# design 1

**Design 1: met1 routing**

Supply wires on this layer in gray.
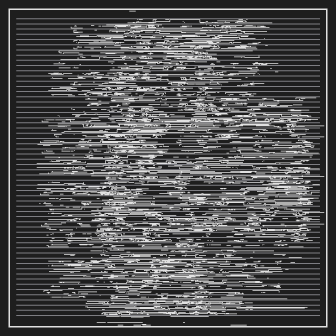
**Design 1: met2 routing**

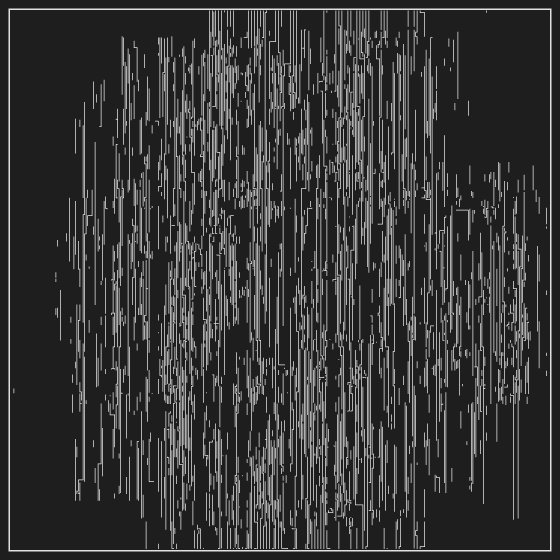
**config.mk**
```make
export PLATFORM = sky130hd
export DESIGN_NAME = mips_pc_sequencer
export DESIGN_NICKNAME = d
export VERILOG_FILES = /design/src/rtl/mips_pc_pkg.sv /design/src/rtl/mips_ras.sv /design/src/rtl/mips_pc_sequencer.sv
export SDC_FILE = /design/constraint.sdc
export NUM_CORES = 1
export LEC_CHECK = 0
export CAP_MARGIN = 20
export CORE_MARGIN = 3
export CORE_UTILIZATION = 40
export CTS_CLUSTER_SIZE = 8
export DETAILED_ROUTE_END_ITERATION = 8
export DONT_BUFFER_PORTS = 1
export HOLD_SLACK_MARGIN = 0.02
export PLACE_DENSITY = 0.56
export SYNTH_ARGS = -nofsm -noshare
export SYNTH_HDL_FRONTEND = slang
export SYNTH_SLANG_ARGS = --single-unit
```
**constraint.sdc**
```tcl
create_clock -name clock -period 8.6 [get_ports clock]
set_input_delay 1.29 -clock clock [delete_from_list [all_inputs] [get_ports clock]]
set_output_delay 1.29 -clock clock [all_outputs]
set_load 0.01 [all_outputs]
```
**src/rtl/mips_pc_pkg.sv**
```systemverilog
// mips_pc_pkg: shared state/select encodings and PC shift helper for mips_pc_sequencer
package mips_pc_pkg;
  typedef enum logic {NORMAL, SLOT} state_e;
  typedef enum logic [2:0] {SEL_SEQ, SEL_JUMP, SEL_JR, SEL_BR, SEL_JAL} sel_e;
  function automatic int calc_sh(input int inc);
    return (inc == 4) ? 2 : 0;
  endfunction
endpackage

```
**src/rtl/mips_ras.sv**
```systemverilog
// mips_ras: circular return-address stack; full push overwrites oldest, empty pop reads 0
module mips_ras #(
  parameter int W     = 32,
  parameter int DEPTH = 4
) (
  input  logic                     clock,
  input  logic                     reset,
  input  logic                     push,
  input  logic                     pop,
  input  logic [W-1:0]             push_data,
  output logic [W-1:0]             top,
  output logic [$clog2(DEPTH):0]   count,
  output logic                     ovf,
  output logic                     unf
);
  localparam int AW = $clog2(DEPTH);
  logic [W-1:0] mem_q [DEPTH];
  logic [AW-1:0] ptr_q;
  logic [AW:0] cnt_q;
  logic ovf_q, unf_q, full, empty;
  assign full  = cnt_q == (AW+1)'(DEPTH);
  assign empty = cnt_q == '0;
  assign top   = empty ? '0 : mem_q[ptr_q - AW'(1)];
  assign count = cnt_q;
  assign ovf   = ovf_q;
  assign unf   = unf_q;
  // pointer, occupancy and sticky error flags
  always_ff @(posedge clock) begin
    if (reset) begin
      ptr_q <= '0;
      cnt_q <= '0;
      ovf_q <= 1'b0;
      unf_q <= 1'b0;
    end else begin
      ptr_q <= push ? ptr_q + AW'(1) : (pop && !empty) ? ptr_q - AW'(1) : ptr_q;
      cnt_q <= push ? (full ? cnt_q : cnt_q + (AW+1)'(1)) : (pop && !empty) ? cnt_q - (AW+1)'(1) : cnt_q;
      ovf_q <= ovf_q | (push & full);
      unf_q <= unf_q | (pop & empty);
    end
  end
  // entry storage; validity is tracked by the count, so no reset is needed
  always_ff @(posedge clock) begin
    if (push && !reset) mem_q[ptr_q] <= push_data;
  end
endmodule

```
**src/rtl/mips_pc_sequencer.sv**
```systemverilog
// mips_pc_sequencer: PC register, next-PC priority select and RAS; MIPS_PC_DELAY_SLOT_EN adds a branch delay slot
module mips_pc_sequencer
  import mips_pc_pkg::*;
#(
  parameter int                ADDR_W    = 32,
  parameter int                INC       = 1,
  parameter logic [ADDR_W-1:0] RESET_PC  = '0,
  parameter int                RAS_DEPTH = 4
) (
  input  logic                         clock,
  input  logic                         reset,
  input  logic                         stall,
  input  logic                         is_jump,
  input  logic                         is_jal,
  input  logic                         is_jr,
  input  logic                         jr_is_ret,
  input  logic                         branch_taken,
  input  logic [15:0]                  imm,
  input  logic [25:0]                  jaddr,
  input  logic [ADDR_W-1:0]            jr_target,
  output logic [ADDR_W-1:0]            pc,
  output logic [ADDR_W-1:0]            link_addr,
  output logic [$clog2(RAS_DEPTH):0]   ras_count,
  output logic                         ras_overflow,
  output logic                         ras_underflow
);
  localparam int SH = calc_sh(INC);
  localparam logic [ADDR_W-1:0] JMASK = ADDR_W'((64'd1 << (26 + SH)) - 64'd1);
  sel_e sel;
  logic [ADDR_W-1:0] pc_q, pc_d, pcp, jtgt, btgt, tgt, link_val;
  logic xfer_en, push, pop;
  assign pcp  = pc_q + ADDR_W'(INC);
  assign jtgt = (pcp & ~JMASK) | (ADDR_W'(jaddr) << SH);
  assign btgt = pcp + ({{(ADDR_W-16){imm[15]}}, imm} << SH);
  assign pc   = pc_q;
  // first matching strobe wins: jump, jr, branch, jal, sequential
  always_comb begin
    sel = is_jump ? SEL_JUMP : is_jr ? SEL_JR : branch_taken ? SEL_BR : is_jal ? SEL_JAL : SEL_SEQ;
    tgt = (sel == SEL_JUMP || sel == SEL_JAL) ? jtgt :
          (sel == SEL_JR) ? ((jr_is_ret && ras_count != '0) ? link_addr : jr_target) :
          (sel == SEL_BR) ? btgt : pcp;
  end
  assign push = xfer_en && sel == SEL_JAL;
  assign pop  = xfer_en && sel == SEL_JR && jr_is_ret;
`ifdef MIPS_PC_DELAY_SLOT_EN
  state_e state_q, state_d;
  logic [ADDR_W-1:0] pend_q, pend_d;
  assign link_val = pcp + ADDR_W'(INC);
  assign xfer_en  = !stall && state_q == NORMAL;
  // a taken transfer runs the delay-slot instruction first, then lands on the latched target
  always_comb begin
    state_d = state_q;
    pend_d  = pend_q;
    pc_d    = pc_q;
    if (!stall) begin
      if (state_q == SLOT) begin
        pc_d    = pend_q;
        state_d = NORMAL;
      end else begin
        pc_d = pcp;
        if (sel != SEL_SEQ) begin
          pend_d  = tgt;
          state_d = SLOT;
        end
      end
    end
  end
  // delay-slot state and pending target
  always_ff @(posedge clock) begin
    if (reset) begin
      state_q <= NORMAL;
      pend_q  <= '0;
    end else begin
      state_q <= state_d;
      pend_q  <= pend_d;
    end
  end
`else
  assign link_val = pcp;
  assign xfer_en  = !stall;
  assign pc_d     = stall ? pc_q : tgt;
`endif
  // program counter register
  always_ff @(posedge clock) begin
    if (reset) pc_q <= RESET_PC;
    else pc_q <= pc_d;
  end
  mips_ras #(.W(ADDR_W), .DEPTH(RAS_DEPTH)) u_ras (
    .clock     (clock),
    .reset     (reset),
    .push      (push),
    .pop       (pop),
    .push_data (link_val),
    .top       (link_addr),
    .count     (ras_count),
    .ovf       (ras_overflow),
    .unf       (ras_underflow)
  );
endmodule

```
==> job_summary.md <==
## PnR job results

| Metric | Value |
|---|---|
| Outcome | complete, no violations |
| Pwr Total | 2.02 mW |
| Top area cell types | edfxtp_1 (38%), dfxtp_1 (7.7%), mux4_2 (7.1%), ha_1 (5.3%), a21oi_1 (4.4%) |
| Crit share post-route | 52.3% |
| Clock share of power | 38.8% |
| Area leader, netlist | edfxtp_1 |
| Vias in the first global route | 7454 |
| Max FFs per register | 128 |
| Clk_buf instances | 17 |
| Family with the most delay on the worst path | simple AND/OR/NAND/NOR gates |
| Mi-comb count | 713 |
| Clk latency late pin | 0.43 ns |
| Die x size | 165 microns |
| Dpl cells | 1251 |
| Crit-path max FO | 8 |
| Crit end category | flop |
| Synth Seq Share | 45.7% |
| Setup total negative slack | 0 ns |
| Setup crit start | pc[0] |
| Flops | 167 |
| Worst-path clk slew | 0.07 ns |
| Worst path cell trace | ha_1 -> nand3_1 -> nor3_1 -> nand3_1 -> xnor2_1 -> ha_1 -> a21oi_1 -> o21ai_0 -> a211oi_1 -> a211oi_1 -> nor2_1 -> mux2i_1 -> or4_1 -> and4_1 |
| R2r startpoint | pc[0] |
| Global Route Usage Sum | 23.3% |
| Core area | 0.0246 sq mm |
| # DRC | 0 |
| Post-synthesis net count | 1094 |
| Die Size | 0.0272 sq mm |
| Number of non-clock inverters | 33 |
| Met3 Use GR | 5.17% |
| Layout cell share with drive strength beyond 1 | 10.6% |
| Net Switching | 579 uW |
| Non-CTS buffers | 14 |
| Non-clk buf share | 0.953% |
| Fin area | 0.0110 sq mm |
| RSZ-0062 raised after global routing | no |
| Seq/total area | 42.0% |
| Avg WL per Cell | 24.7 microns |
| Post-synth regs | 167 |
| Leak pwr | 3.87 nW |
Notes on 'met1 routing' of design 1 above:
nets with wire on the layer: 1002
main direction: horizontal
Vias: 7746
final WL: 31.7 mm
grt met1 use: 31.8%

Notes on 'met2 routing' of design 1 above:
wire length on this layer: 14800 microns
share of all routed wire: 47%
main direction: vertical

==> kinds of logic after synthesis <==
group	count (synthesis)	share of synthesized area (%)
buf+inv	87	3.31
simple gates	314	15.7
compound gates	250	15.8
xor+xnor	55	4.95
mux	49	8.84
flops	167	45.7
fa+ha+maj	45	5.71
==> cells in the final DEF, fill, tap and decap left out, types with 4 or more instances in the layout <==
cell / count
xor2_1: 14
o31ai_1: 5
nand2b_1: 7
nand4_1: 9
nand3_1: 32
inv_6: 5
nor3_1: 9
o22ai_1: 6
nand2_1: 107
a21oi_1: 87
and4_1: 4
a31oi_1: 15
o221ai_1: 4
mux2i_1: 14
dfxtp_1: 38
clkinv_2: 4
inv_1: 33
edfxtp_1: 128
clkbuf_16: 17
a211oi_1: 10
and3_1: 5
and2_1: 9
nor2b_1: 34
a21o_1: 18
o21ai_0: 40
o211ai_1: 11
buf_4: 14
xnor2_1: 40
nor2_1: 69
mux4_2: 32
o21a_1: 6
a221oi_1: 8
ha_1: 43
==> worst min-delay path, cell delays in order (launching register included) <==
cell and delay, ns:
dfxtp_1 0.38, a31oi_1 0.05, nor2_1 0.08

# design 2

--- src/rtl/up_down_cntr_pkg.sv ---
// Shared types for the programmable up/down counter.
// Event codes and bound-handling mode encodings.
package up_down_cntr_pkg;

    typedef enum logic [1:0] {
        EV_NONE,
        EV_OVF,
        EV_UNF
    } cnt_evt_t;

    localparam logic MODE_WRAP = 1'b0;
    localparam logic MODE_SAT  = 1'b1;

endpackage

--- src/rtl/up_down_cntr_mod_ud_step_calc.sv ---
// Combinational next-count calculator for one enabled step.
// Resolves range clamp, wrap/saturate and the boundary event.
module ud_step_calc
    import up_down_cntr_pkg::*;
#(
    parameter int N      = 8,
    parameter int STEP_W = 4
) (
    input  logic [N-1:0]      dout,
    input  logic [STEP_W-1:0] step,
    input  logic              up,
    input  logic [N-1:0]      max_val,
    input  logic              sat,
    output logic [N-1:0]      nxt,
    output cnt_evt_t          evt
);

    logic [N:0] step_x;
    logic [N:0] sum;
    logic [N:0] diff;

    assign step_x = {{(N + 1 - STEP_W){1'b0}}, step};
    assign sum    = {1'b0, dout} + step_x;
    assign diff   = {1'b0, dout} - step_x;

    // Pick next count; out-of-range snaps to the bound silently
    always_comb begin
        nxt = dout;
        evt = EV_NONE;
        if (dout > max_val) begin
            nxt = max_val;
        end else if (step == '0) begin
            nxt = dout;
        end else if (up) begin
            if (sum <= {1'b0, max_val}) begin
                nxt = sum[N-1:0];
            end else begin
                evt = EV_OVF;
                nxt = (sat == MODE_SAT) ? max_val : '0;
            end
        end else begin
            if (!diff[N]) begin
                nxt = diff[N-1:0];
            end else begin
                evt = EV_UNF;
                nxt = (sat == MODE_SAT) ? '0 : max_val;
            end
        end
    end

endmodule

--- src/rtl/up_down_cntr_mod.sv ---
// Programmable up/down counter with load, step, modulus,
// wrap/saturate mode and terminal-count / sticky overflow flags.
module up_down_cntr_mod
    import up_down_cntr_pkg::*;
#(
    parameter int N      = 8,
    parameter int STEP_W = 4
) (
    input  logic              clk,
    input  logic              rst,
    input  logic              en,
    input  logic              up,
    input  logic              load,
    input  logic [N-1:0]      load_val,
    input  logic [STEP_W-1:0] step,
    input  logic [N-1:0]      max_val,
    input  logic              sat,
    input  logic              clr_flag,
    output logic [N-1:0]      dout,
    output logic              tc,
    output logic              ovf_sticky,
    output logic              at_max,
    output logic              at_zero
);

    logic [N-1:0] nxt;
    cnt_evt_t     evt;
    logic         hit;

    ud_step_calc #(
        .N      (N),
        .STEP_W (STEP_W)
    ) u_calc (
        .dout    (dout),
        .step    (step),
        .up      (up),
        .max_val (max_val),
        .sat     (sat),
        .nxt     (nxt),
        .evt     (evt)
    );

    assign hit = en && !load && (evt != EV_NONE);

    // Count register: reset beats load beats enabled step
    always_ff @(posedge clk) begin
        if (rst) begin
            dout <= '0;
            tc   <= 1'b0;
        end else if (load) begin
            dout <= (load_val > max_val) ? max_val : load_val;
            tc   <= 1'b0;
        end else if (en) begin
            dout <= nxt;
            tc   <= hit;
        end else begin
            tc   <= 1'b0;
        end
    end

    // Sticky flag: a new event wins over a same-cycle clear
    always_ff @(posedge clk) begin
        if (rst) begin
            ovf_sticky <= 1'b0;
        end else if (hit) begin
            ovf_sticky <= 1'b1;
        end else if (clr_flag) begin
            ovf_sticky <= 1'b0;
        end
    end

    assign at_max  = (dout == max_val);
    assign at_zero = (dout == '0);

endmodule

--- config.mk ---
export PLATFORM = sky130hd
export DESIGN_NAME = up_down_cntr_mod
export DESIGN_NICKNAME = d
export VERILOG_FILES = /design/src/rtl/up_down_cntr_pkg.sv /design/src/rtl/up_down_cntr_mod_ud_step_calc.sv /design/src/rtl/up_down_cntr_mod.sv
export SDC_FILE = /design/constraint.sdc
export NUM_CORES = 1
export LEC_CHECK = 0
export ABC_AREA = 1
export CAP_MARGIN = 0
export CORE_ASPECT_RATIO = 0.8
export CORE_UTILIZATION = 35
export CTS_BUF_LIST = sky130_fd_sc_hd__clkbuf_8
export DETAILED_ROUTE_END_ITERATION = 8
export GPL_TIMING_DRIVEN = 0
export PLACE_DENSITY = 0.67
export SETUP_SLACK_MARGIN = 0.4
export SLEW_MARGIN = 10
export SYNTH_ARGS = -nofsm -noshare
export SYNTH_HDL_FRONTEND = slang
export SYNTH_HIERARCHICAL = 1
export SYNTH_SLANG_ARGS = --single-unit
--- constraint.sdc ---
create_clock -name clk -period 7.7 [get_ports clk]
set_clock_uncertainty 0.15 [all_clocks]
set_input_delay 1.925 -clock clk [delete_from_list [all_inputs] [get_ports clk]]
set_output_delay 1.925 -clock clk [all_outputs]
set_load 0.05 [all_outputs]
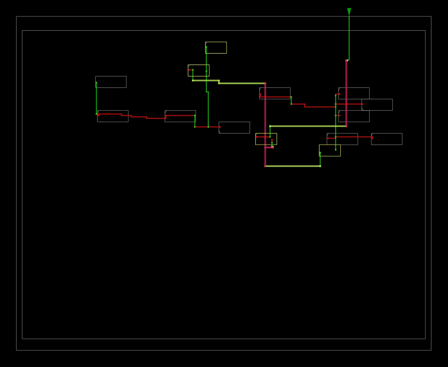
**Above:** design 2 (clock nets).
clk latency late pin: 0.25 ns
Clk. pwr: 70.8 uW

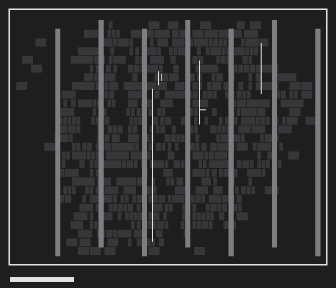
**Above:** design 2 (met4 routing).
The bar under the picture is 20 microns long. Supply wires on this layer in gray. Cells faint in the background.
nets with wire on the layer: 5
share of all routed wire: 1.2%
longest straight run: 47.6 microns
Vias: 2823
final WL: 7.32 mm

==> job_summary.md <==
## PnR job results

| Metric | Value |
|---|---|
| Cells after Synth | 433 |
| CTS HTree Levels | 1 |
| Half-perimeter wire length after placement | 6.09 mm |
| Worst setup SP type | primary input |
| Non-CTS buffers | 44 |
| CTS tree | yes |
| Chip Height | 79.5 microns |
| Synth Seq Share | 7.61% |
| Yosys stat cell total | 433 |
| Global Route Usage Sum | 19.4% |
| Most numerous logic cells after layout | nand2_1 (107), inv_1 (79), nand3_1 (48), clkdlybuf4s50_1 (35), ha_1 (32) |
| Routed Antenna Nets | 0 |
| Initial Util | 37.2% |
| Gr ovfl total | 0 |
| Outcome | complete, no violations |
## cells by family after synthesis
kind of cell,Yosys count,share of synthesized area [%]
compound gates,42,9.18
xor+xnor,14,4.66
fa+ha+maj,34,16.7
buf+inv,97,15.3
flops,10,7.61
simple gates,236,46.5
## critical path: cells and delay by family
family                    cells  cell delay [ns]
buffers and inverters         2             1.48
and+or+nand+nor               2             0.22
xor gates and xnor gates      1             0.18
## cells in the mapped netlist (4+ instances only)
master	instances	area share [%]
xnor2_1	9	3.0
nand3_2	5	1.9
inv_1	79	11
nand2_1	107	15
inv_2	9	1.3
ha_1	32	15
nor2_4	6	2.6
nand2_2	14	3.3
a21oi_1	19	3.6
nand3_1	48	9.1
dfxtp_1	10	7.6
buf_6	4	1.7
o21ai_0	11	2.1
nor2_1	31	4.4
xor2_1	5	1.7
nand2_4	5	2.1
a21oi_2	5	1.7
nand4_1	8	1.9
## final timing paths
kind	cells after the start	to	from
setup reg to reg	23	dout[5]	dout[2]
hold / removal	2	ovf_sticky	ovf_sticky
hold reg to reg	2	ovf_sticky	ovf_sticky
setup / recovery	5	at_max	max_val[0]

# design 3

**Design 3: met1 routing**

Supply wires on this layer in gray.
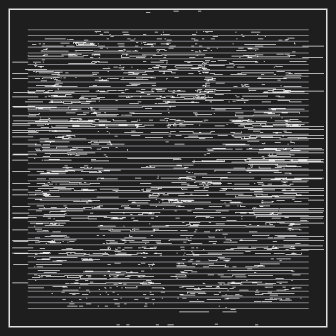
**Design 3: met2 routing**

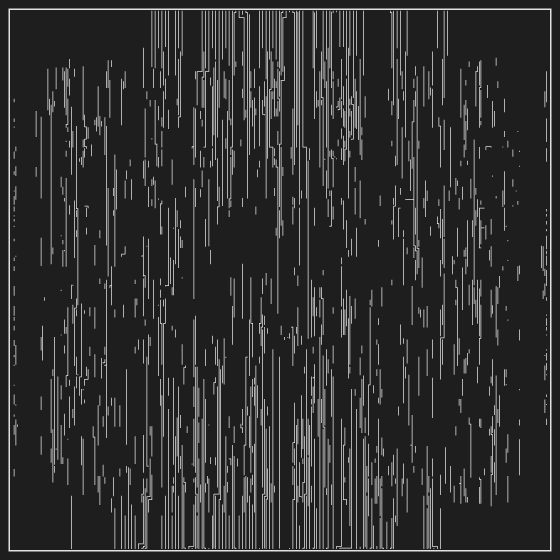
===== src/rtl/pmem_arbiter_pkg.sv =====
// Shared widths, FSM state encoding and owner encoding for the pmem arbiter.
package pmem_arbiter_pkg;
  localparam int ADDR_WIDTH = 32;
  localparam int DATA_WIDTH = 32;
  localparam int MASK_WIDTH = DATA_WIDTH / 8;

  typedef enum logic [1:0] {
    IDLE  = 2'd0,
    ISSUE = 2'd1,
    WAIT  = 2'd2
  } state_e;

  typedef enum logic {
    OWN_IFU = 1'b0,
    OWN_LSU = 1'b1
  } owner_e;
endpackage


===== src/rtl/pmem_arb_pick.sv =====
// Owner selection between IFU and LSU. With PMEM_ARB_RR_EN defined, ties alternate
// via a last_owner register; otherwise LSU always wins a tie.
module pmem_arb_pick
  import pmem_arbiter_pkg::*;
(
  input  logic   clk,
  input  logic   rst_n,
  input  logic   i_ifu_req,
  input  logic   i_lsu_req,
  input  logic   i_take,
  output logic   o_any,
  output owner_e o_owner
);
  assign o_any = i_ifu_req | i_lsu_req;

`ifdef PMEM_ARB_RR_EN
  owner_e r_last;

  // Resetting to LSU makes the IFU win the first tie.
  always_ff @(posedge clk or negedge rst_n) begin
    if (!rst_n)      r_last <= OWN_LSU;
    else if (i_take) r_last <= o_owner;
  end

  always_comb begin
    o_owner = i_lsu_req ? OWN_LSU : OWN_IFU;
    if (i_ifu_req && i_lsu_req) o_owner = (r_last == OWN_LSU) ? OWN_IFU : OWN_LSU;
  end
`else
  logic w_unused;
  assign w_unused = &{1'b0, clk, rst_n, i_take};

  always_comb o_owner = i_lsu_req ? OWN_LSU : OWN_IFU;
`endif
endmodule


===== src/rtl/pmem_arbiter.sv =====
// Single-outstanding arbiter of the physical-memory port between IFU and LSU.
// Optional round-robin tie-break via PMEM_ARB_RR_EN (see pmem_arb_pick).
module pmem_arbiter #(
  parameter int ADDR_WIDTH = pmem_arbiter_pkg::ADDR_WIDTH,
  parameter int DATA_WIDTH = pmem_arbiter_pkg::DATA_WIDTH,
  parameter int MASK_WIDTH = DATA_WIDTH / 8
) (
  input  logic                  clk,
  input  logic                  rst_n,
  input  logic                  ifu_req_i,
  input  logic [ADDR_WIDTH-1:0] ifu_addr_i,
  output logic                  ifu_gnt_o,
  output logic                  ifu_rvalid_o,
  output logic [DATA_WIDTH-1:0] ifu_rdata_o,
  input  logic                  lsu_req_i,
  input  logic                  lsu_we_i,
  input  logic [ADDR_WIDTH-1:0] lsu_addr_i,
  input  logic [DATA_WIDTH-1:0] lsu_wdata_i,
  input  logic [MASK_WIDTH-1:0] lsu_wmask_i,
  output logic                  lsu_gnt_o,
  output logic                  lsu_rvalid_o,
  output logic [DATA_WIDTH-1:0] lsu_rdata_o,
  output logic                  mem_req_o,
  output logic                  mem_we_o,
  output logic [ADDR_WIDTH-1:0] mem_addr_o,
  output logic [DATA_WIDTH-1:0] mem_wdata_o,
  output logic [MASK_WIDTH-1:0] mem_wmask_o,
  input  logic                  mem_gnt_i,
  input  logic                  mem_rvalid_i,
  input  logic [DATA_WIDTH-1:0] mem_rdata_i
);
  import pmem_arbiter_pkg::*;

  state_e                r_state, w_state_nxt;
  owner_e                r_owner, w_pick;
  logic                  r_we;
  logic [ADDR_WIDTH-1:0] r_addr;
  logic [DATA_WIDTH-1:0] r_wdata;
  logic [MASK_WIDTH-1:0] r_wmask;
  logic                  r_ifu_rvalid, r_lsu_rvalid;
  logic [DATA_WIDTH-1:0] r_ifu_rdata, r_lsu_rdata;
  logic                  w_any, w_take, w_resp, w_ifu_gnt, w_lsu_gnt;

  pmem_arb_pick u_pick (
    .clk       (clk),
    .rst_n     (rst_n),
    .i_ifu_req (ifu_req_i),
    .i_lsu_req (lsu_req_i),
    .i_take    (w_take),
    .o_any     (w_any),
    .o_owner   (w_pick)
  );

  // Grants are combinational; gating with rst_n keeps them low while reset is held.
  assign w_take = (r_state == IDLE) && w_any && rst_n;
  assign w_resp = (r_state == WAIT) && mem_rvalid_i;

  always_comb begin
    w_state_nxt = r_state;
    w_ifu_gnt   = 1'b0;
    w_lsu_gnt   = 1'b0;
    unique case (r_state)
      IDLE: if (w_take) begin
        w_state_nxt = ISSUE;
        w_ifu_gnt   = (w_pick == OWN_IFU);
        w_lsu_gnt   = (w_pick == OWN_LSU);
      end
      ISSUE:   if (mem_gnt_i) w_state_nxt = WAIT;
      WAIT:    if (mem_rvalid_i) w_state_nxt = IDLE;
      default: w_state_nxt = IDLE;
    endcase
  end

  always_ff @(posedge clk or negedge rst_n) begin
    if (!rst_n) r_state <= IDLE;
    else        r_state <= w_state_nxt;
  end

  always_ff @(posedge clk or negedge rst_n) begin
    if (!rst_n) begin
      r_owner      <= OWN_IFU;
      r_we         <= 1'b0;
      r_addr       <= '0;
      r_wdata      <= '0;
      r_wmask      <= '0;
      r_ifu_rvalid <= 1'b0;
      r_lsu_rvalid <= 1'b0;
      r_ifu_rdata  <= '0;
      r_lsu_rdata  <= '0;
    end else begin
      if (w_take) begin
        r_owner <= w_pick;
        r_we    <= (w_pick == OWN_LSU) && lsu_we_i;
        r_addr  <= (w_pick == OWN_LSU) ? lsu_addr_i : ifu_addr_i;
        r_wdata <= (w_pick == OWN_LSU) ? lsu_wdata_i : '0;
        r_wmask <= (w_pick == OWN_LSU) ? lsu_wmask_i : '0;
      end
      r_ifu_rvalid <= w_resp && (r_owner == OWN_IFU);
      r_lsu_rvalid <= w_resp && (r_owner == OWN_LSU);
      if (w_resp && r_owner == OWN_IFU)          r_ifu_rdata <= mem_rdata_i;
      if (w_resp && r_owner == OWN_LSU && !r_we) r_lsu_rdata <= mem_rdata_i;
    end
  end

  assign ifu_gnt_o    = w_ifu_gnt;
  assign lsu_gnt_o    = w_lsu_gnt;
  assign ifu_rvalid_o = r_ifu_rvalid;
  assign lsu_rvalid_o = r_lsu_rvalid;
  assign ifu_rdata_o  = r_ifu_rdata;
  assign lsu_rdata_o  = r_lsu_rdata;
  assign mem_req_o    = (r_state == ISSUE);
  assign mem_we_o     = r_we;
  assign mem_addr_o   = r_addr;
  assign mem_wdata_o  = r_wdata;
  assign mem_wmask_o  = r_wmask;
endmodule

===== config.mk =====
export PLATFORM = sky130hd
export DESIGN_NAME = pmem_arbiter
export DESIGN_NICKNAME = d
export VERILOG_FILES = /design/src/rtl/pmem_arbiter_pkg.sv /design/src/rtl/pmem_arb_pick.sv /design/src/rtl/pmem_arbiter.sv
export SDC_FILE = /design/constraint.sdc
export NUM_CORES = 1
export LEC_CHECK = 0
export CAP_MARGIN = 20
export CELL_PAD_IN_SITES_DETAIL_PLACEMENT = 0
export CELL_PAD_IN_SITES_GLOBAL_PLACEMENT = 1
export CORE_MARGIN = 8
export CORE_UTILIZATION = 34
export DETAILED_ROUTE_END_ITERATION = 7
export PLACE_DENSITY_LB_ADDON = 0.05
export SKIP_LAST_GASP = 1
export SYNTH_ARGS = -nofsm -noshare
export SYNTH_HDL_FRONTEND = slang
export SYNTH_SLANG_ARGS = --single-unit

===== constraint.sdc =====
create_clock -name clk -period 4.86 [get_ports clk]
set_input_delay 0.729 -clock clk [delete_from_list [all_inputs] [get_ports clk]]
set_output_delay 0.729 -clock clk [all_outputs]
set_load 0.01 [all_outputs]

==> job_summary.md <==
## PnR job results

| Metric | Value |
|---|---|
| Ys Warns | 0 |
| Synth Seq Share | 58.3% |
| Fmax | 305 MHz |
| Dpl cells | 897 |
| YS chip area | 0.00592 sq mm |
| DP Area | 0.00885 sq mm |
| Pins Over Slew Limit | 0 |
| Hold WS | 0.290 ns |
| Die Size | 0.0219 sq mm |
| Worst vdd ir | 0.000277 V |
| Clk cell area share | 6.15% |
| Family with the most delay on the worst path | buffers and inverters |
| Core area | 0.0172 sq mm |
| Setup total negative slack | 0 ns |
| Cells after Synth | 415 |
| Sinks on Clock Net | 138 |
| Most frequent logic cell in the layout | clkdlybuf4s50_1 |
| Seq group | 1.90 mW |
| # port buffers | 276 |
| Slowest cell on crit path | clkdlybuf4s50_1 |
| TritonCTS buffer count | 17 |
| DR vias/cell | 4.50 |
| Area Growth Syn to Fin | 59.9% |
| Sequential share of power | 36.1% |
| First-pass iteration count of the detailed router | 4 |
| R2r startpoint | r_state[0] |
| Routed met3 length | 1.41 mm |
| Worst-path clk slew | 0.06 ns |
| Post-layout worst setup margin | 1.58 ns |
| Max stage delay on crit path | 0.56 ns |
| Outcome | complete, no violations |
| Logic gate fraction of the total cell area | 23.0% |
| Busiest grt layer | met2 |
| Logic area | 0.00218 sq mm |
| Worst path cell trace | buf_6 -> o21ai_2 -> or3_4 -> nor2_1 -> clkdlybuf4s50_1 |
| Wire length on met1 | 6.76 mm |
| Post-synth regs | 138 |
| Crit share post-route | 67.6% |
| Die x size | 148 microns |
| Worst setup SP type | primary input |
About 'met1 routing' of design 3:
nets with wire on the layer: 731
share of all routed wire: 39%
longest straight run: 50.6 microns
wire length on this layer: 6760 microns
Vias: 4167
grt met1 use: 17.5%
final WL: 17.2 mm

About 'met2 routing' of design 3:
longest straight run: 58.0 microns
nets with wire on the layer: 756
share of all routed wire: 51%
main direction: vertical
wire length on this layer: 8780 microns

worst max-delay path by stage:
stage	startpoint	to	slack (ns)
after floorplan	lsu_req_i	ifu_gnt_o	2.36
after CTS	rst_n	lsu_gnt_o	1.53
after global placement	rst_n	lsu_gnt_o	1.54
after detailed placement	rst_n	lsu_gnt_o	1.55
final	rst_n	ifu_gnt_o	1.58
after global routing	rst_n	ifu_gnt_o	1.42
cells by family after synthesis:
group	synth area share, %
buffers and inverters	5.16
AOI/OAI and AO/OA	0.296
and+or+nand+nor	3.26
DFF	58.3
muxes	33.0
cell usage after synthesis, drive strengths merged:
master	instances	area, sq um
clkbuf	8	30.0
and2	1	6.26
or3	1	6.26
nor4bb	1	10.0
nor2b	1	6.26
a22o	1	8.76
dfrtp	138	3450
mux2i	37	370
buf	16	133
nand2	37	139
inv	38	143
and4b	1	10.0
o21ai	1	8.76
mux2	130	1580
nor2	4	15.0
registers in the layout, indices dropped and copies added (netlist names):
name and count:
lsu_rdata_o 32, ifu_rdata_o 32, ifu_rvalid_o 1, mem_addr_o 32
r_owner 1, r_state 2, mem_wdata_o 32, mem_wmask_o 4
lsu_rvalid_o 1, mem_we_o 1

# design 4

**Design 4: met1 routing**

Supply wires on this layer in gray.
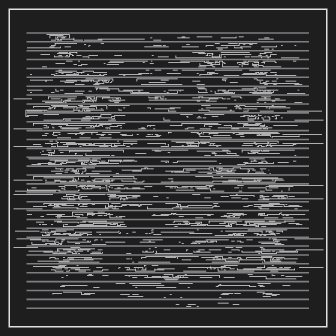
**Design 4: met2 routing**

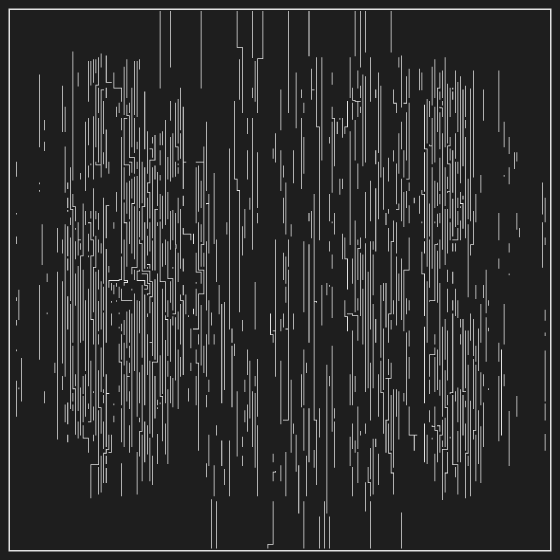
**Design 4: M3 wires**

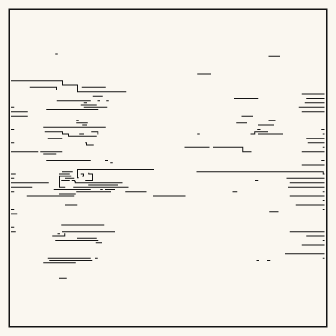
==> src/rtl/dt_pkg.sv <==
// Shared constants and FSM state type for the distance-transform engine and its
// post-processing stages.
package dt_pkg;
    localparam int DT_IMG_W  = 128;
    localparam int DT_PIXELS = DT_IMG_W * DT_IMG_W;
    localparam int DT_ADDR_W = 14;
    localparam int DT_DATA_W = 8;

    typedef enum logic [1:0] {
        ST_IDLE,
        ST_READ,
        ST_DRAIN,
        ST_DONE
    } dt_state_t;
endpackage

==> src/rtl/dt_stat_scan_if.sv <==
// Read port of the DT result RAM: the scanner is the master (issues addresses), the
// RAM is the slave (returns data one cycle later).
interface dt_stat_scan_if #(
    parameter int ADDR_W = 14,
    parameter int DATA_W = 8
) ();
    logic              res_rd;
    logic [ADDR_W-1:0] res_addr;
    logic [DATA_W-1:0] res_di;

    modport master (output res_rd, output res_addr, input res_di);
    modport slave  (input res_rd, input res_addr, output res_di);
endinterface

==> src/rtl/dt_stat_acc.sv <==
// Statistics datapath for the result scan: max/argmax, nonzero area and, when
// DTS_SUM_EN is defined, the sum of all distances.
module dt_stat_acc
    import dt_pkg::*;
#(
    parameter int ADDR_W = DT_ADDR_W,
    parameter int DATA_W = DT_DATA_W
) (
    input  logic                     clk,
    input  logic                     reset,
    input  logic                     clr,
    input  logic                     valid,
    input  logic [ADDR_W-1:0]        idx,
    input  logic [DATA_W-1:0]        d,
    output logic [DATA_W-1:0]        max_val,
    output logic [ADDR_W-1:0]        max_addr,
`ifdef DTS_SUM_EN
    output logic [ADDR_W+DATA_W-1:0] dist_sum,
`endif
    output logic [ADDR_W:0]          area
);

    always_ff @(posedge clk or posedge reset) begin
        if (reset) begin
            max_val  <= '0;
            max_addr <= '0;
            area     <= '0;
        end else if (clr) begin
            max_val  <= '0;
            max_addr <= '0;
            area     <= '0;
        end else if (valid) begin
            // strict compare keeps the lowest address on ties
            if (d > max_val) begin
                max_val  <= d;
                max_addr <= idx;
            end
            if (d != '0)
                area <= area + (ADDR_W+1)'(1);
        end
    end

`ifdef DTS_SUM_EN
    always_ff @(posedge clk or posedge reset) begin
        if (reset)
            dist_sum <= '0;
        else if (clr)
            dist_sum <= '0;
        else if (valid)
            dist_sum <= dist_sum + (ADDR_W+DATA_W)'(d);
    end
`endif

endmodule

==> src/rtl/dt_stat_scan.sv <==
// Single raster scan of the DT result RAM after the engine finishes; reports max
// distance, its lowest address, object area and (with DTS_SUM_EN) the distance sum.
module dt_stat_scan
    import dt_pkg::*;
#(
    parameter int ADDR_W = DT_ADDR_W,
    parameter int DATA_W = DT_DATA_W
) (
    input  logic                     clk,
    input  logic                     reset,
    input  logic                     start,
    dt_stat_scan_if.master           res,
    output logic                     busy,
    output logic                     done,
    output logic [DATA_W-1:0]        max_val,
    output logic [ADDR_W-1:0]        max_addr,
`ifdef DTS_SUM_EN
    output logic [ADDR_W+DATA_W-1:0] dist_sum,
`endif
    output logic [ADDR_W:0]          area
);

    localparam logic [ADDR_W-1:0] LAST_ADDR = '1;

    dt_state_t         state;
    logic              pend;
    logic [ADDR_W-1:0] idx;
    logic              clr;

    assign clr = (state == ST_IDLE) && start;

    always_ff @(posedge clk or posedge reset) begin
        if (reset) begin
            state        <= ST_IDLE;
            res.res_rd   <= 1'b0;
            res.res_addr <= '0;
            busy         <= 1'b0;
            done         <= 1'b0;
            pend         <= 1'b0;
            idx          <= '0;
        end else begin
            // RAM data lags the address by one cycle; pend/idx track that sample
            pend <= (state == ST_READ);
            idx  <= res.res_addr;
            done <= 1'b0;
            case (state)
                ST_IDLE: begin
                    if (start) begin
                        state        <= ST_READ;
                        res.res_rd   <= 1'b1;
                        res.res_addr <= '0;
                        busy         <= 1'b1;
                    end
                end
                ST_READ: begin
                    if (res.res_addr == LAST_ADDR) begin
                        state      <= ST_DRAIN;
                        res.res_rd <= 1'b0;
                    end else begin
                        res.res_addr <= res.res_addr + ADDR_W'(1);
                    end
                end
                ST_DRAIN: begin
                    state <= ST_DONE;
                    busy  <= 1'b0;
                    done  <= 1'b1;
                end
                ST_DONE: state <= ST_IDLE;
                default: state <= ST_IDLE;
            endcase
        end
    end

    dt_stat_acc #(
        .ADDR_W (ADDR_W),
        .DATA_W (DATA_W)
    ) u_acc (
        .clk      (clk),
        .reset    (reset),
        .clr      (clr),
        .valid    (pend),
        .idx      (idx),
        .d        (res.res_di),
        .max_val  (max_val),
        .max_addr (max_addr),
`ifdef DTS_SUM_EN
        .dist_sum (dist_sum),
`endif
        .area     (area)
    );

endmodule

==> src/flat_wrapper.sv <==
// flat-port wrapper written by rule: the top's interface ports become plain ports
module dt_stat_scan_flat import dt_pkg::*;
#(
    parameter int ADDR_W = DT_ADDR_W,
    parameter int DATA_W = DT_DATA_W
)
  (clk, reset, start, busy, done, max_val, max_addr, area, res_res_rd, res_res_addr, res_res_di);
  dt_stat_scan_if #(.ADDR_W(ADDR_W), .DATA_W(DATA_W)) res_i ();
  input  logic clk;
  input  logic reset;
  input  logic start;
  output logic busy;
  output logic done;
  output logic [DATA_W-1:0] max_val;
  output logic [ADDR_W-1:0] max_addr;
  output logic [ADDR_W:0] area;
  output wire logic [$bits(res_i.res_rd)-1:0] res_res_rd;
  output wire logic [$bits(res_i.res_addr)-1:0] res_res_addr;
  input wire logic [$bits(res_i.res_di)-1:0] res_res_di;
  assign res_res_rd = res_i.res_rd;
  assign res_res_addr = res_i.res_addr;
  assign res_i.res_di = res_res_di;
  dt_stat_scan #(.ADDR_W(ADDR_W), .DATA_W(DATA_W)) u_core (.clk(clk), .reset(reset), .start(start), .res(res_i), .busy(busy), .done(done), .max_val(max_val), .max_addr(max_addr), .area(area));
endmodule
==> config.mk <==
export PLATFORM = sky130hd
export DESIGN_NAME = dt_stat_scan_flat
export DESIGN_NICKNAME = d
export VERILOG_FILES = /design/src/rtl/dt_pkg.sv /design/src/rtl/dt_stat_scan_if.sv /design/src/rtl/dt_stat_acc.sv /design/src/rtl/dt_stat_scan.sv /design/src/flat_wrapper.sv
export SDC_FILE = /design/constraint.sdc
export NUM_CORES = 1
export LEC_CHECK = 0
export CAP_MARGIN = 10
export CORE_MARGIN = 5
export CORE_UTILIZATION = 48
export DETAILED_ROUTE_END_ITERATION = 8
export GPL_ROUTABILITY_DRIVEN = 0
export GPL_TIMING_DRIVEN = 1
export PLACE_DENSITY = 0.78
export REMOVE_ABC_BUFFERS = 1
export SETUP_SLACK_MARGIN = 0.4
export SYNTH_ARGS = -nofsm -noshare
export SYNTH_HDL_FRONTEND = slang
export SYNTH_HIERARCHICAL = 1
export SYNTH_SLANG_ARGS = --single-unit
==> constraint.sdc <==
create_clock -name clk -period 1.96 [get_ports clk]
set_input_delay 0.196 -clock clk [delete_from_list [all_inputs] [get_ports clk]]
set_output_delay 0.196 -clock clk [all_outputs]
set_load 0.02 [all_outputs]
==> job_summary.md <==
## PnR job results

| Metric | Value |
|---|---|
| Routed Antenna Nets | 0 |
| Cell depth of the worst setup path | 9 |
| Yosys stat cell total | 333 |
| Arrival time worst endpoint | 2.16 ns |
| DR WL met2 | 5.12 mm |
| Dpl cells | 520 |
| Global Route Usage Sum | 20.7% |
| Crit end category | flop |
| Layout Nets | 492 |
| Initial Util | 49.6% |
| Worst vdd ir | 0.000537 V |
| Hold_buf cts | 0 |
| Area Growth Syn to Fin | 54.5% |
| Chip Height | 96.8 microns |
| Hold crit path type | primary input to asynchronous set/reset pin |
| Area leader share | 49.2% |
| Die Size | 0.00937 sq mm |
| Fmax | 523 MHz |
| Outcome | complete, no violations |
| Setup crit start | u_core/u_acc/max_val[1] |
| Rel. slew slack | 69.0% |
| Final hold vios | 0 |
| Die x size | 96.8 microns |
| CTS tree | yes |
| Max cap viols | 0 |
| Gr ovfl total | 0 |
| XOR-XNOR Cells, Area Fraction | 3.39% |
| TritonCTS buffer count | 9 |
| First-pass GRT wire length | 16.1 mm |
| Area leader, netlist | dfrtp_1 |
| Ys flop type | dfrtp_1 |
| DP Area | 0.00461 sq mm |
Notes on 'met1 routing' of design 4 above:
longest straight run: 28.1 microns
nets with wire on the layer: 454
main direction: horizontal
grt met1 use: 26.2%
final WL: 10.3 mm
Vias: 3242

Notes on 'met2 routing' of design 4 above:
wire length on this layer: 5120 microns
longest straight run: 40.5 microns
main direction: vertical

Notes on 'M3 wires' of design 4 above:
share of all routed wire: 6.9%
main direction: horizontal
nets with wire on the layer: 95
longest straight run: 38.6 microns
met3 Use GR: 4.53%

## where the power goes
part	total, mW	switching (mW)	leakage, nW	internal [mW]
clock	1.42	0.540	0.122	0.876
sequential	1.97	0.254	0.878	1.71
combinational	2.52	1.20	1.74	1.32
## placed cells by master (no fill, tap or decap), types with 4 or more instances in the layout
cell type	count
nand2_1	13
o21ai_2	5
dlygate4sd2_1	34
nor2_1	22
xor2_1	9
clkbuf_8	10
buf_6	11
nand3_1	5
ha_4	7
mux2i_1	22
dfrtp_2	6
inv_2	5
ha_1	6
nand2b_1	44
nand4_1	10
a21oi_1	4
clkdlybuf4s50_1	15
xnor2_1	5
o21ai_0	5
o21ai_1	5
nor4_4	4
buf_4	55
buf_12	4
inv_1	11
dlymetal6s2s_1	15
dfrtp_1	65
## cell type report
type                    instances  area (sq um)  share of cell area, %
multi-input cells             233          2050                   36.7
flip-flops and latches         71          1780                   32.0
repair buffers                137          1320                   23.7
clock buffers                  10           138                   2.46
well taps                      99           124                   2.22
clock inverters                 6           108                   1.93
inverters                      16          60.1                   1.08

# design 5

**Design 5: met1 routing**

Supply wires on this layer in gray.
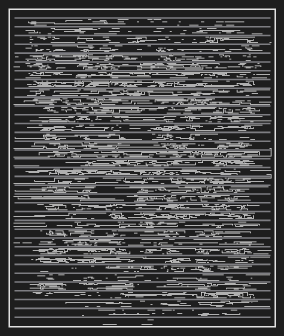
**Design 5: met2 routing**

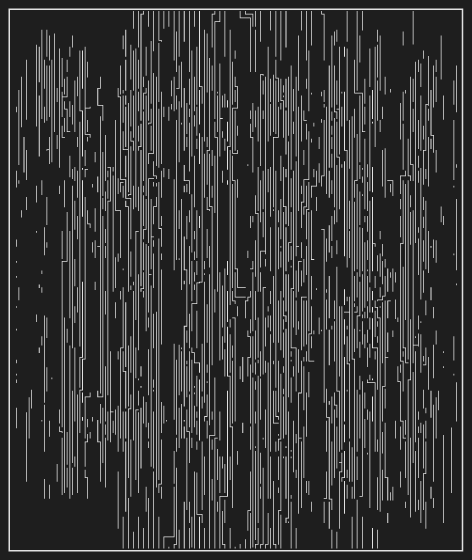
[src/rtl/cp0_unit.sv]
// rtl/cp0_unit.sv - MIPS coprocessor 0 (SR/Cause/EPC/PRId, optional CP0_TIMER_EN timer)
module cp0_unit #(
    parameter logic [31:0] PRID = 32'h2022_1120
) (
    input  logic        clk,
    input  logic        reset,
    input  logic        en,
    input  logic [4:0]  cp0_addr,
    input  logic [31:0] cp0_din,
    output logic [31:0] cp0_dout,
    input  logic [31:0] vpc,
    input  logic        bd_in,
    input  logic [4:0]  exc_code_in,
    input  logic [5:0]  hw_int,
    input  logic        exl_clr,
    output logic        req,
    output logic [31:0] epc_out
);

    localparam logic [4:0] ADDR_COUNT   = 5'd9;
    localparam logic [4:0] ADDR_COMPARE = 5'd11;
    localparam logic [4:0] ADDR_SR      = 5'd12;
    localparam logic [4:0] ADDR_CAUSE   = 5'd13;
    localparam logic [4:0] ADDR_EPC     = 5'd14;
    localparam logic [4:0] ADDR_PRID    = 5'd15;

    logic [5:0]  r_im;
    logic        r_exl;
    logic        r_ie;
    logic        r_bd;
    logic [5:0]  r_ip;
    logic [4:0]  r_exc_code;
    logic [31:0] r_epc;

    logic        w_ti;
    logic [5:0]  w_ip_eff;
    logic        w_int_req;
    logic        w_exc_req;
    logic        w_req;
    logic [31:0] w_sr;
    logic [31:0] w_cause;
    logic [31:0] w_dout;

`ifdef CP0_TIMER_EN
    logic [31:0] r_count;
    logic [31:0] r_compare;
    logic        r_ti;

    assign w_ti     = r_ti;
    assign w_ip_eff = {hw_int[5] | r_ti, hw_int[4:0]};

    // Free-running counter and compare match; software writes win over the increment.
    always_ff @(posedge clk) begin
        if (reset) begin
            r_count   <= 32'd0;
            r_compare <= 32'd0;
            r_ti      <= 1'b0;
        end else begin
            if (en && !w_req && cp0_addr == ADDR_COUNT)
                r_count <= cp0_din;
            else
                r_count <= r_count + 32'd1;
            if (en && !w_req && cp0_addr == ADDR_COMPARE) begin
                r_compare <= cp0_din;
                r_ti      <= 1'b0;
            end else if (r_count == r_compare && r_compare != 32'd0) begin
                r_ti      <= 1'b1;
            end
        end
    end
`else
    assign w_ti     = 1'b0;
    assign w_ip_eff = hw_int;
`endif

    assign w_int_req = (|(w_ip_eff & r_im)) & r_ie & ~r_exl;
    assign w_exc_req = (exc_code_in != 5'd0) & ~r_exl;
    assign w_req     = (w_int_req | w_exc_req) & ~reset;
    assign req       = w_req;

    assign w_sr    = {16'h0000, r_im, 8'h00, r_exl, r_ie};
    assign w_cause = {r_bd, w_ti, 14'h0000, r_ip, 3'b000, r_exc_code, 2'b00};

    // EPC forwarding lets an mtc0 EPC immediately ahead of eret take effect.
    assign epc_out = (en && cp0_addr == ADDR_EPC) ? cp0_din : r_epc;

    // Exception entry takes priority over eret and over any concurrent mtc0.
    always_ff @(posedge clk) begin
        if (reset) begin
            r_im       <= 6'd0;
            r_exl      <= 1'b0;
            r_ie       <= 1'b0;
            r_bd       <= 1'b0;
            r_ip       <= 6'd0;
            r_exc_code <= 5'd0;
            r_epc      <= 32'd0;
        end else begin
            r_ip <= w_ip_eff;
            if (w_req) begin
                r_exl      <= 1'b1;
                r_bd       <= bd_in;
                r_epc      <= bd_in ? (vpc - 32'd4) : vpc;
                r_exc_code <= w_int_req ? 5'd0 : exc_code_in;
            end else begin
                if (exl_clr)
                    r_exl <= 1'b0;
                if (en && cp0_addr == ADDR_SR) begin
                    r_im  <= cp0_din[15:10];
                    r_exl <= cp0_din[1];
                    r_ie  <= cp0_din[0];
                end
                if (en && cp0_addr == ADDR_EPC)
                    r_epc <= cp0_din;
            end
        end
    end

    // Combinational mfc0 read mux; unmapped addresses return zero.
    always_comb begin
        w_dout = 32'd0;
        case (cp0_addr)
            ADDR_SR:      w_dout = w_sr;
            ADDR_CAUSE:   w_dout = w_cause;
            ADDR_EPC:     w_dout = r_epc;
            ADDR_PRID:    w_dout = PRID;
`ifdef CP0_TIMER_EN
            ADDR_COUNT:   w_dout = r_count;
            ADDR_COMPARE: w_dout = r_compare;
`endif
            default:      w_dout = 32'd0;
        endcase
    end

    assign cp0_dout = w_dout;

endmodule

[config.mk]
export PLATFORM = sky130hd
export DESIGN_NAME = cp0_unit
export DESIGN_NICKNAME = d
export VERILOG_FILES = /design/src/rtl/cp0_unit.sv
export SDC_FILE = /design/constraint.sdc
export NUM_CORES = 1
export LEC_CHECK = 0
export CAP_MARGIN = 5
export CORE_ASPECT_RATIO = 1.2
export CORE_UTILIZATION = 47
export CTS_CLUSTER_SIZE = 12
export DETAILED_ROUTE_END_ITERATION = 10
export GPL_TIMING_DRIVEN = 0
export HOLD_SLACK_MARGIN = 0.03
export PLACE_DENSITY_LB_ADDON = 0.15
export RECOVER_POWER = 25
export SKIP_LAST_GASP = 1
export SYNTH_ARGS = -nofsm -noshare
export SYNTH_HDL_FRONTEND = slang
export SYNTH_SLANG_ARGS = --single-unit
[constraint.sdc]
create_clock -name clk -period 6.74 [get_ports clk]
set_clock_uncertainty 0.1 [all_clocks]
set_input_delay 1.348 -clock clk [delete_from_list [all_inputs] [get_ports clk]]
set_output_delay 1.348 -clock clk [all_outputs]
set_load 0.01 [all_outputs]
==> job_summary.md <==
## PnR job results

| Metric | Value |
|---|---|
| Top area cell types | dfxtp_1 (29%), and3_1 (6.5%), a2111oi_0 (5.4%), mux2i_1 (4.7%), a311oi_1 (4.6%) |
| Mapped cell area | 0.00358 sq mm |
| Post-synthesis net count | 521 |
| Final setup violation count | 0 |
| P per Cell Area | 154 mW/mm^2 |
| Sinks on Clock Net | 52 |
| Reg2Reg Setup Slack | 3.88 ns |
| Worst-path clk slew | 0.10 ns |
| CP endpoint | epc_out[10] |
| Final hold vios | 0 |
| Outcome | finished, violations left |
| Die x size | 81.7 microns |
| Root buf cell | clkbuf_8 |
| First-pass iteration count of the detailed router | 5 |
| Initial antenna violation count | 0 |
| Least-Margin Pin Slew | 1.47 ns |
| Hold WS | 0.382 ns |
| CTS tree | yes |
| Worst setup SP type | primary input |
| Resized cells post-CTS | 0 |
| Net Switching | 241 uW |
| Hold path cells | 2 |
| Aoi share | 29.8% |
| Ys flop type | dfxtp_1 |
| Max cap viols | 1 |
| Most frequent logic cell in the layout | clkdlybuf4s50_1 |
| Worst vdd ir | 0.000102 V |
| Failing checks | capacitance limit |
| First-pass GRT wire length | 21.6 mm |
| Worst path cell trace | clkdlybuf4s50_1 -> and3b_1 -> clkbuf_1 -> nand2_1 -> clkbuf_1 -> clkbuf_1 -> buf_2 -> a21o_1 -> clkdlybuf4s50_1 |
| # port buffers | 149 |
| Avg WL per Cell | 20.4 microns |
| Routed met3 length | 990 microns |
| Cell depth of the worst setup path | 9 |
| Global Route Usage Sum | 35.0% |
| Max FFs per register | 32 |
| CTS Buffer Depth | 2 |
About 'met1 routing' of design 5:
nets with wire on the layer: 610
share of all routed wire: 39%

About 'met2 routing' of design 5:
main direction: vertical
share of all routed wire: 51%
wire length on this layer: 7080 microns

## metrics by stage
step | power (mW) | setup slack (ns) | std cells | cell area [sq um] | util [%]
2_1_floorplan | 0.452 | 2.68 | 435 | 3580 | -
3_3_place_gp | 0.583 | 1.02 | 674 | 5190 | 70.9
3_5_place_dp | 0.587 | 1.02 | 674 | 5190 | 70.9
4_1_cts | 0.806 | 1.01 | 682 | 5300 | 72.5
5_1_grt | 0.838 | 0.813 | 682 | 5270 | 72.0
6_report | 0.810 | 0.934 | 682 | 5270 | 72.0
## layout make-up
| class | instances | area (sq um) |
|---|---|---|
| multi-input combinational | 339 | 2340 |
| fill | 605 | 2050 |
| timing repair buffer | 149 | 1490 |
| sequential | 52 | 1040 |
| buffer | 40 | 155 |
| tap | 90 | 113 |
| clock buffer | 5 | 68.8 |
| clock inverter | 3 | 46.3 |
| inverter | 4 | 15.0 |
## power by group through the flow
stage | Clock (mW) | Sequential, mW | Combinational [mW]
global route | 0.237 | 0.349 | 0.252
detailed placement | 0 | 0.353 | 0.234
floorplan | 0 | 0.347 | 0.105
finish | 0.227 | 0.347 | 0.236
CTS | 0.224 | 0.346 | 0.236
global placement | 0 | 0.352 | 0.231

# design 6

**Design 6: met1 routing**

Supply wires on this layer in gray.
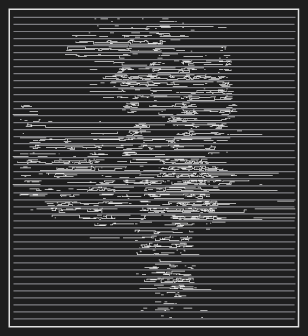
**Design 6: met2 routing**

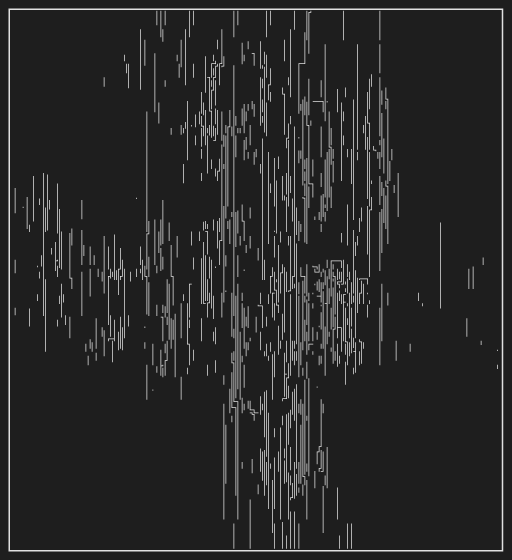
## config.mk

```make
export PLATFORM = sky130hd
export DESIGN_NAME = program_loader
export DESIGN_NICKNAME = d
export VERILOG_FILES = /design/src/rtl/program_loader.sv
export SDC_FILE = /design/constraint.sdc
export NUM_CORES = 1
export LEC_CHECK = 0
export ABC_CLOCK_PERIOD_IN_PS = 4100
export CAP_MARGIN = 20
export CORE_ASPECT_RATIO = 1.1
export CORE_UTILIZATION = 25
export CTS_CLUSTER_SIZE = 8
export DETAILED_ROUTE_END_ITERATION = 8
export REMOVE_ABC_BUFFERS = 1
export SLEW_MARGIN = 20
export SYNTH_ARGS = -nofsm -noshare
export SYNTH_HDL_FRONTEND = slang
export SYNTH_SLANG_ARGS = --single-unit
```

## constraint.sdc

```tcl
create_clock -name i_CLK -period 4.1 [get_ports i_CLK]
set_input_delay 0.41 -clock i_CLK [delete_from_list [all_inputs] [get_ports i_CLK]]
set_output_delay 0.41 -clock i_CLK [all_outputs]
set_load 0.01 [all_outputs]
```

## src/rtl/program_loader.sv

```systemverilog
// Byte-serial loader for the 256x16 instruction memory: parses SYNC/LEN/data/checksum
// frames and issues one write per assembled instruction while holding the CPU in reset.
module program_loader #(
    parameter int unsigned ADDR_W    = 8,
    parameter logic [7:0]  SYNC_BYTE = 8'hA5,
    parameter int unsigned TIMEOUT   = 65535
) (
    input  logic              i_CLK,
    input  logic              i_RST,
    input  logic [7:0]        i_Data,
    input  logic              i_Valid,
    output logic              o_Ready,
    output logic              o_WE,
    output logic [ADDR_W-1:0] o_Addr,
    output logic [15:0]       o_WData,
    output logic              o_CPU_RST,
    output logic              o_Busy,
    output logic              o_Done,
    output logic              o_Error
);

    localparam int unsigned CNT_W = 9;
    localparam int unsigned TMR_W = $clog2(TIMEOUT + 1);

    typedef enum logic [2:0] {IDLE, LEN, HI, LO, WR, CHK, DONE, ERR} state_t;

    state_t            state, state_nxt;
    logic [CNT_W-1:0]  cnt, cnt_nxt;
    logic [7:0]        chk, chk_nxt;
    logic [TMR_W-1:0]  timer, timer_nxt;
    logic [ADDR_W-1:0] addr_nxt;
    logic [15:0]       wdata_nxt;
    logic              ready_nxt, we_nxt, cpu_rst_nxt, busy_nxt, done_nxt, error_nxt;
    logic              acc, timed, expired;

    assign acc     = i_Valid && o_Ready;
    assign timed   = (state == LEN) || (state == HI) || (state == LO) || (state == CHK);
    assign expired = (timer == TMR_W'(TIMEOUT));

    // Register stage: every output is loaded from its next-state value.
    always_ff @(posedge i_CLK) begin
        if (!i_RST) begin
            state     <= IDLE;
            cnt       <= '0;
            chk       <= '0;
            timer     <= '0;
            o_Ready   <= 1'b0;
            o_WE      <= 1'b0;
            o_Addr    <= '0;
            o_WData   <= '0;
            o_CPU_RST <= 1'b0;
            o_Busy    <= 1'b0;
            o_Done    <= 1'b0;
            o_Error   <= 1'b0;
        end else begin
            state     <= state_nxt;
            cnt       <= cnt_nxt;
            chk       <= chk_nxt;
            timer     <= timer_nxt;
            o_Ready   <= ready_nxt;
            o_WE      <= we_nxt;
            o_Addr    <= addr_nxt;
            o_WData   <= wdata_nxt;
            o_CPU_RST <= cpu_rst_nxt;
            o_Busy    <= busy_nxt;
            o_Done    <= done_nxt;
            o_Error   <= error_nxt;
        end
    end

    always_comb begin
        state_nxt   = state;
        cnt_nxt     = cnt;
        chk_nxt     = chk;
        timer_nxt   = '0;
        addr_nxt    = o_Addr;
        wdata_nxt   = o_WData;
        we_nxt      = 1'b0;
        cpu_rst_nxt = o_CPU_RST;
        busy_nxt    = o_Busy;
        done_nxt    = o_Done;
        error_nxt   = o_Error;

        if (timed && !acc) begin
            timer_nxt = timer + TMR_W'(1);
        end

        // Idle-gap abort wins over any byte arriving on the same cycle.
        if (timed && expired) begin
            state_nxt = ERR;
            error_nxt = 1'b1;
            busy_nxt  = 1'b0;
            timer_nxt = '0;
        end else begin
            case (state)
                IDLE, DONE, ERR: begin
                    // The CPU runs existing memory once reset has been released.
                    if (state == IDLE) begin
                        cpu_rst_nxt = 1'b1;
                    end
                    if (acc && (i_Data == SYNC_BYTE)) begin
                        state_nxt   = LEN;
                        cpu_rst_nxt = 1'b0;
                        busy_nxt    = 1'b1;
                        done_nxt    = 1'b0;
                        error_nxt   = 1'b0;
                        addr_nxt    = '0;
                        chk_nxt     = '0;
                    end
                end
                LEN: begin
                    if (acc) begin
                        cnt_nxt   = (i_Data == 8'h00) ? CNT_W'(256) : CNT_W'(i_Data);
                        state_nxt = HI;
                    end
                end
                HI: begin
                    if (acc) begin
                        wdata_nxt[15:8] = i_Data;
                        chk_nxt         = chk ^ i_Data;
                        state_nxt       = LO;
                    end
                end
                LO: begin
                    if (acc) begin
                        wdata_nxt[7:0] = i_Data;
                        chk_nxt        = chk ^ i_Data;
                        we_nxt         = 1'b1;
                        state_nxt      = WR;
                    end
                end
                WR: begin
                    cnt_nxt   = cnt - CNT_W'(1);
                    addr_nxt  = o_Addr + ADDR_W'(1);
                    state_nxt = (cnt == CNT_W'(1)) ? CHK : HI;
                end
                CHK: begin
                    if (acc) begin
                        busy_nxt = 1'b0;
                        if (i_Data == chk) begin
                            state_nxt   = DONE;
                            done_nxt    = 1'b1;
                            cpu_rst_nxt = 1'b1;
                        end else begin
                            state_nxt = ERR;
                            error_nxt = 1'b1;
                        end
                    end
                end
                default: state_nxt = IDLE;
            endcase
        end

        ready_nxt = (state_nxt != WR);
    end

endmodule

```

==> job_summary.md <==
## PnR job results

| Metric | Value |
|---|---|
| Sw frac | 21.4% |
| # DRC | 2 |
| Async S/R FF share, synth | 0% |
| TritonCTS buffer count | 9 |
| Hold crit path type | flop to flop |
| Clock share of power | 49.4% |
| Ys flop type | dfxtp_1 |
| RSZ-0062 raised after global routing | no |
| Clk. pwr | 676 uW |
| Avg Synthesized Cell Area | 8.54 sq um |
| Worst-path clk slew | 0.05 ns |
| Global Route Usage Sum | 12.2% |
| Place WS | 0.944 ns |
| Hold Startpoint | timer[0] |
| CTS HTree Levels | 3 |
| Post-synth regs | 66 |
| Half-perimeter wire length after placement | 5.58 mm |
| ANT cells | 0 |
| Hold_buf cts | 0 |
| Failing checks | DRC |
| Busiest grt layer | met2 |
| Hold EP | timer[0] |
| Comb pwr share | 3.5% |
| Final hold vios | 0 |
| Fmax | 354 MHz |
| I/O pin total | 41 |
| Largest net degree at the start of global routing | 36 |
| XOR-XNOR Cells, Area Fraction | 6.10% |
| Avg WL per Cell | 13.9 microns |
| Met3 Use GR | 2.67% |
| Worst setup SP type | primary input |
| Outcome | finished, violations left |
| # port buffers | 40 |
| Most numerous logic cells after layout | dfxtp_1 (66), nor2_1 (55), clkdlybuf4s50_1 (40), a21oi_1 (24), nand3_1 (20) |
| DR WL met2 | 3.63 mm |
| Sinks on Clock Net | 66 |
| Resized cells post-CTS | 0 |
| Min Tclk post-route | 2.83 ns |
| Vias in the first global route | 2719 |
Notes on 'met1 routing' of design 6 above:
nets with wire on the layer: 405
share of all routed wire: 47%
longest straight run: 40.2 microns
wire length on this layer: 3800 microns
main direction: horizontal
Vias: 2934
grt met1 use: 15.2%
final WL: 8.02 mm

Notes on 'met2 routing' of design 6 above:
nets with wire on the layer: 358
share of all routed wire: 45%

synthesized netlist by cell type, types with 5 or more instances:
cell type  instances
a21o_1            13
a21oi_1           24
a311oi_1           8
a31oi_1           12
and3_1             7
clkbuf_1          15
dfxtp_1           66
ha_1               5
inv_1              9
mux2i_1           17
nand2_1           15
nand3_1           20
nand4_1            6
nor2_1            55
nor3_1             9
o21ai_0           18
or3_1              7
xnor2_1           17
xor2_1             6
cell type report:
cell class | instances | area [sq um] | area share [%]
Clock buffer | 10 | 239 | 5.85
Inverter | 11 | 41.3 | 1.01
Sequential cell | 66 | 1320 | 32.3
Clock inverter | 4 | 20.0 | 0.490
Tap cell | 157 | 196 | 4.81
Multi-Input combinational cell | 286 | 1830 | 44.8
Timing Repair Buffer | 42 | 435 | 10.7
flip-flops by register name, summed over array words and instances (netlist names):
signal     flops
o_WData       16
timer         16
cnt            9
chk            8
o_Addr         8
state          3
o_Busy         1
o_CPU_RST      1
o_Done         1
o_Error        1
o_Ready        1
o_WE           1
worst max-delay path, cell delays in order:
cell,delay (ns)
clkdlybuf4s50_1,0.58
or4_4,0.64
nor3_1,0.31
o32a_1,0.65
a31oi_1,0.17
a311oi_1,0.29


==> screenshots <==
Clock nets.
shot_01.png
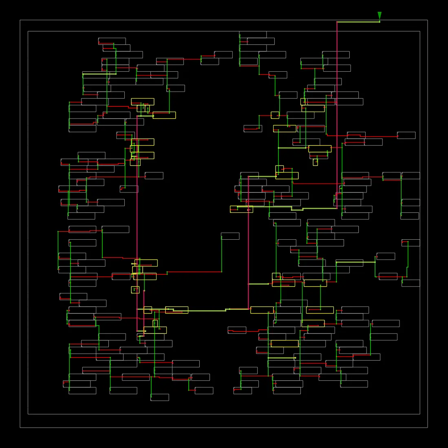
shot_02.png
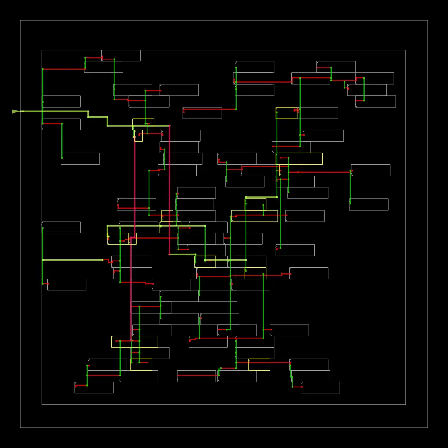
shot_03.png
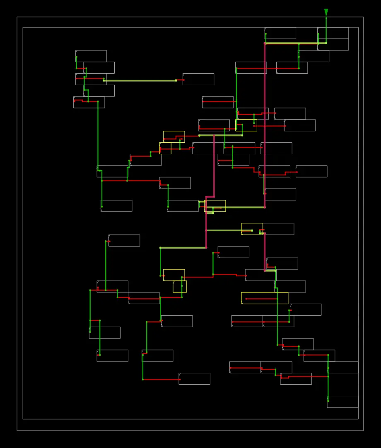
shot_04.png
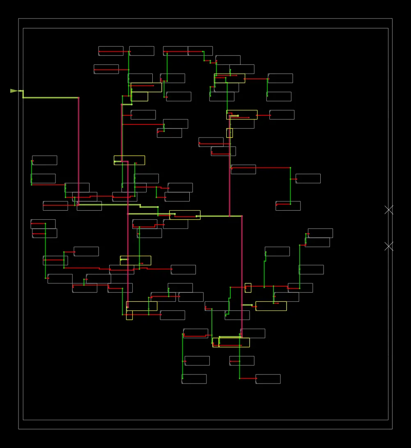
shot_05.png
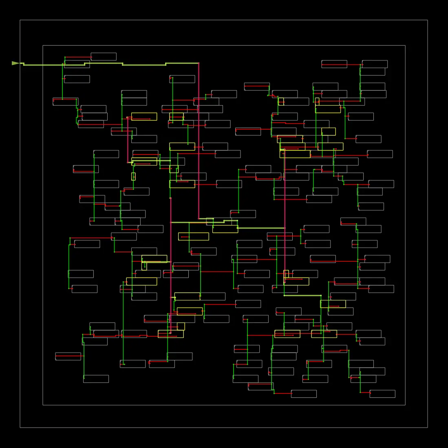
| from | picture |
|---|---|
| design 3 | shot_05.png |
| design 5 | shot_03.png |
| design 4 | shot_02.png |
| design 6 | shot_04.png |
| design 1 | shot_01.png |
Of these, fewest sequential cells: shot_03.png
Of these, fewest clock buffers: shot_03.png


## Gallery

M3 wires.
(a)
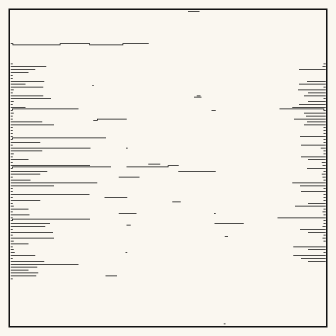
(b)
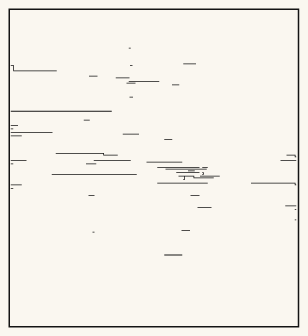
(c)
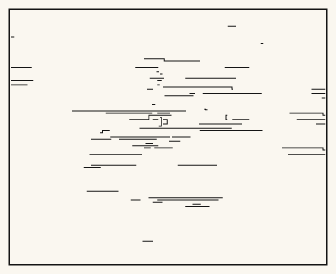
(d)
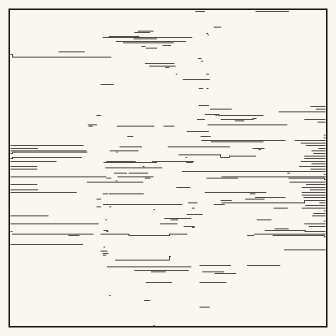
(e)
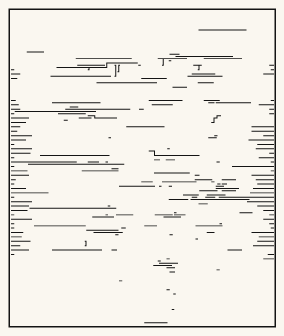
(e) is design 5.
(c) is design 2.
(d) is design 1.
(b) is design 6.
(a) is design 3.

Key to (b):
main direction: horizontal
wire length on this layer: 364 microns
longest straight run: 38.9 microns
share of all routed wire: 4.5%
nets with wire on the layer: 35

Power is estimated from default activity; no workload was simulated.
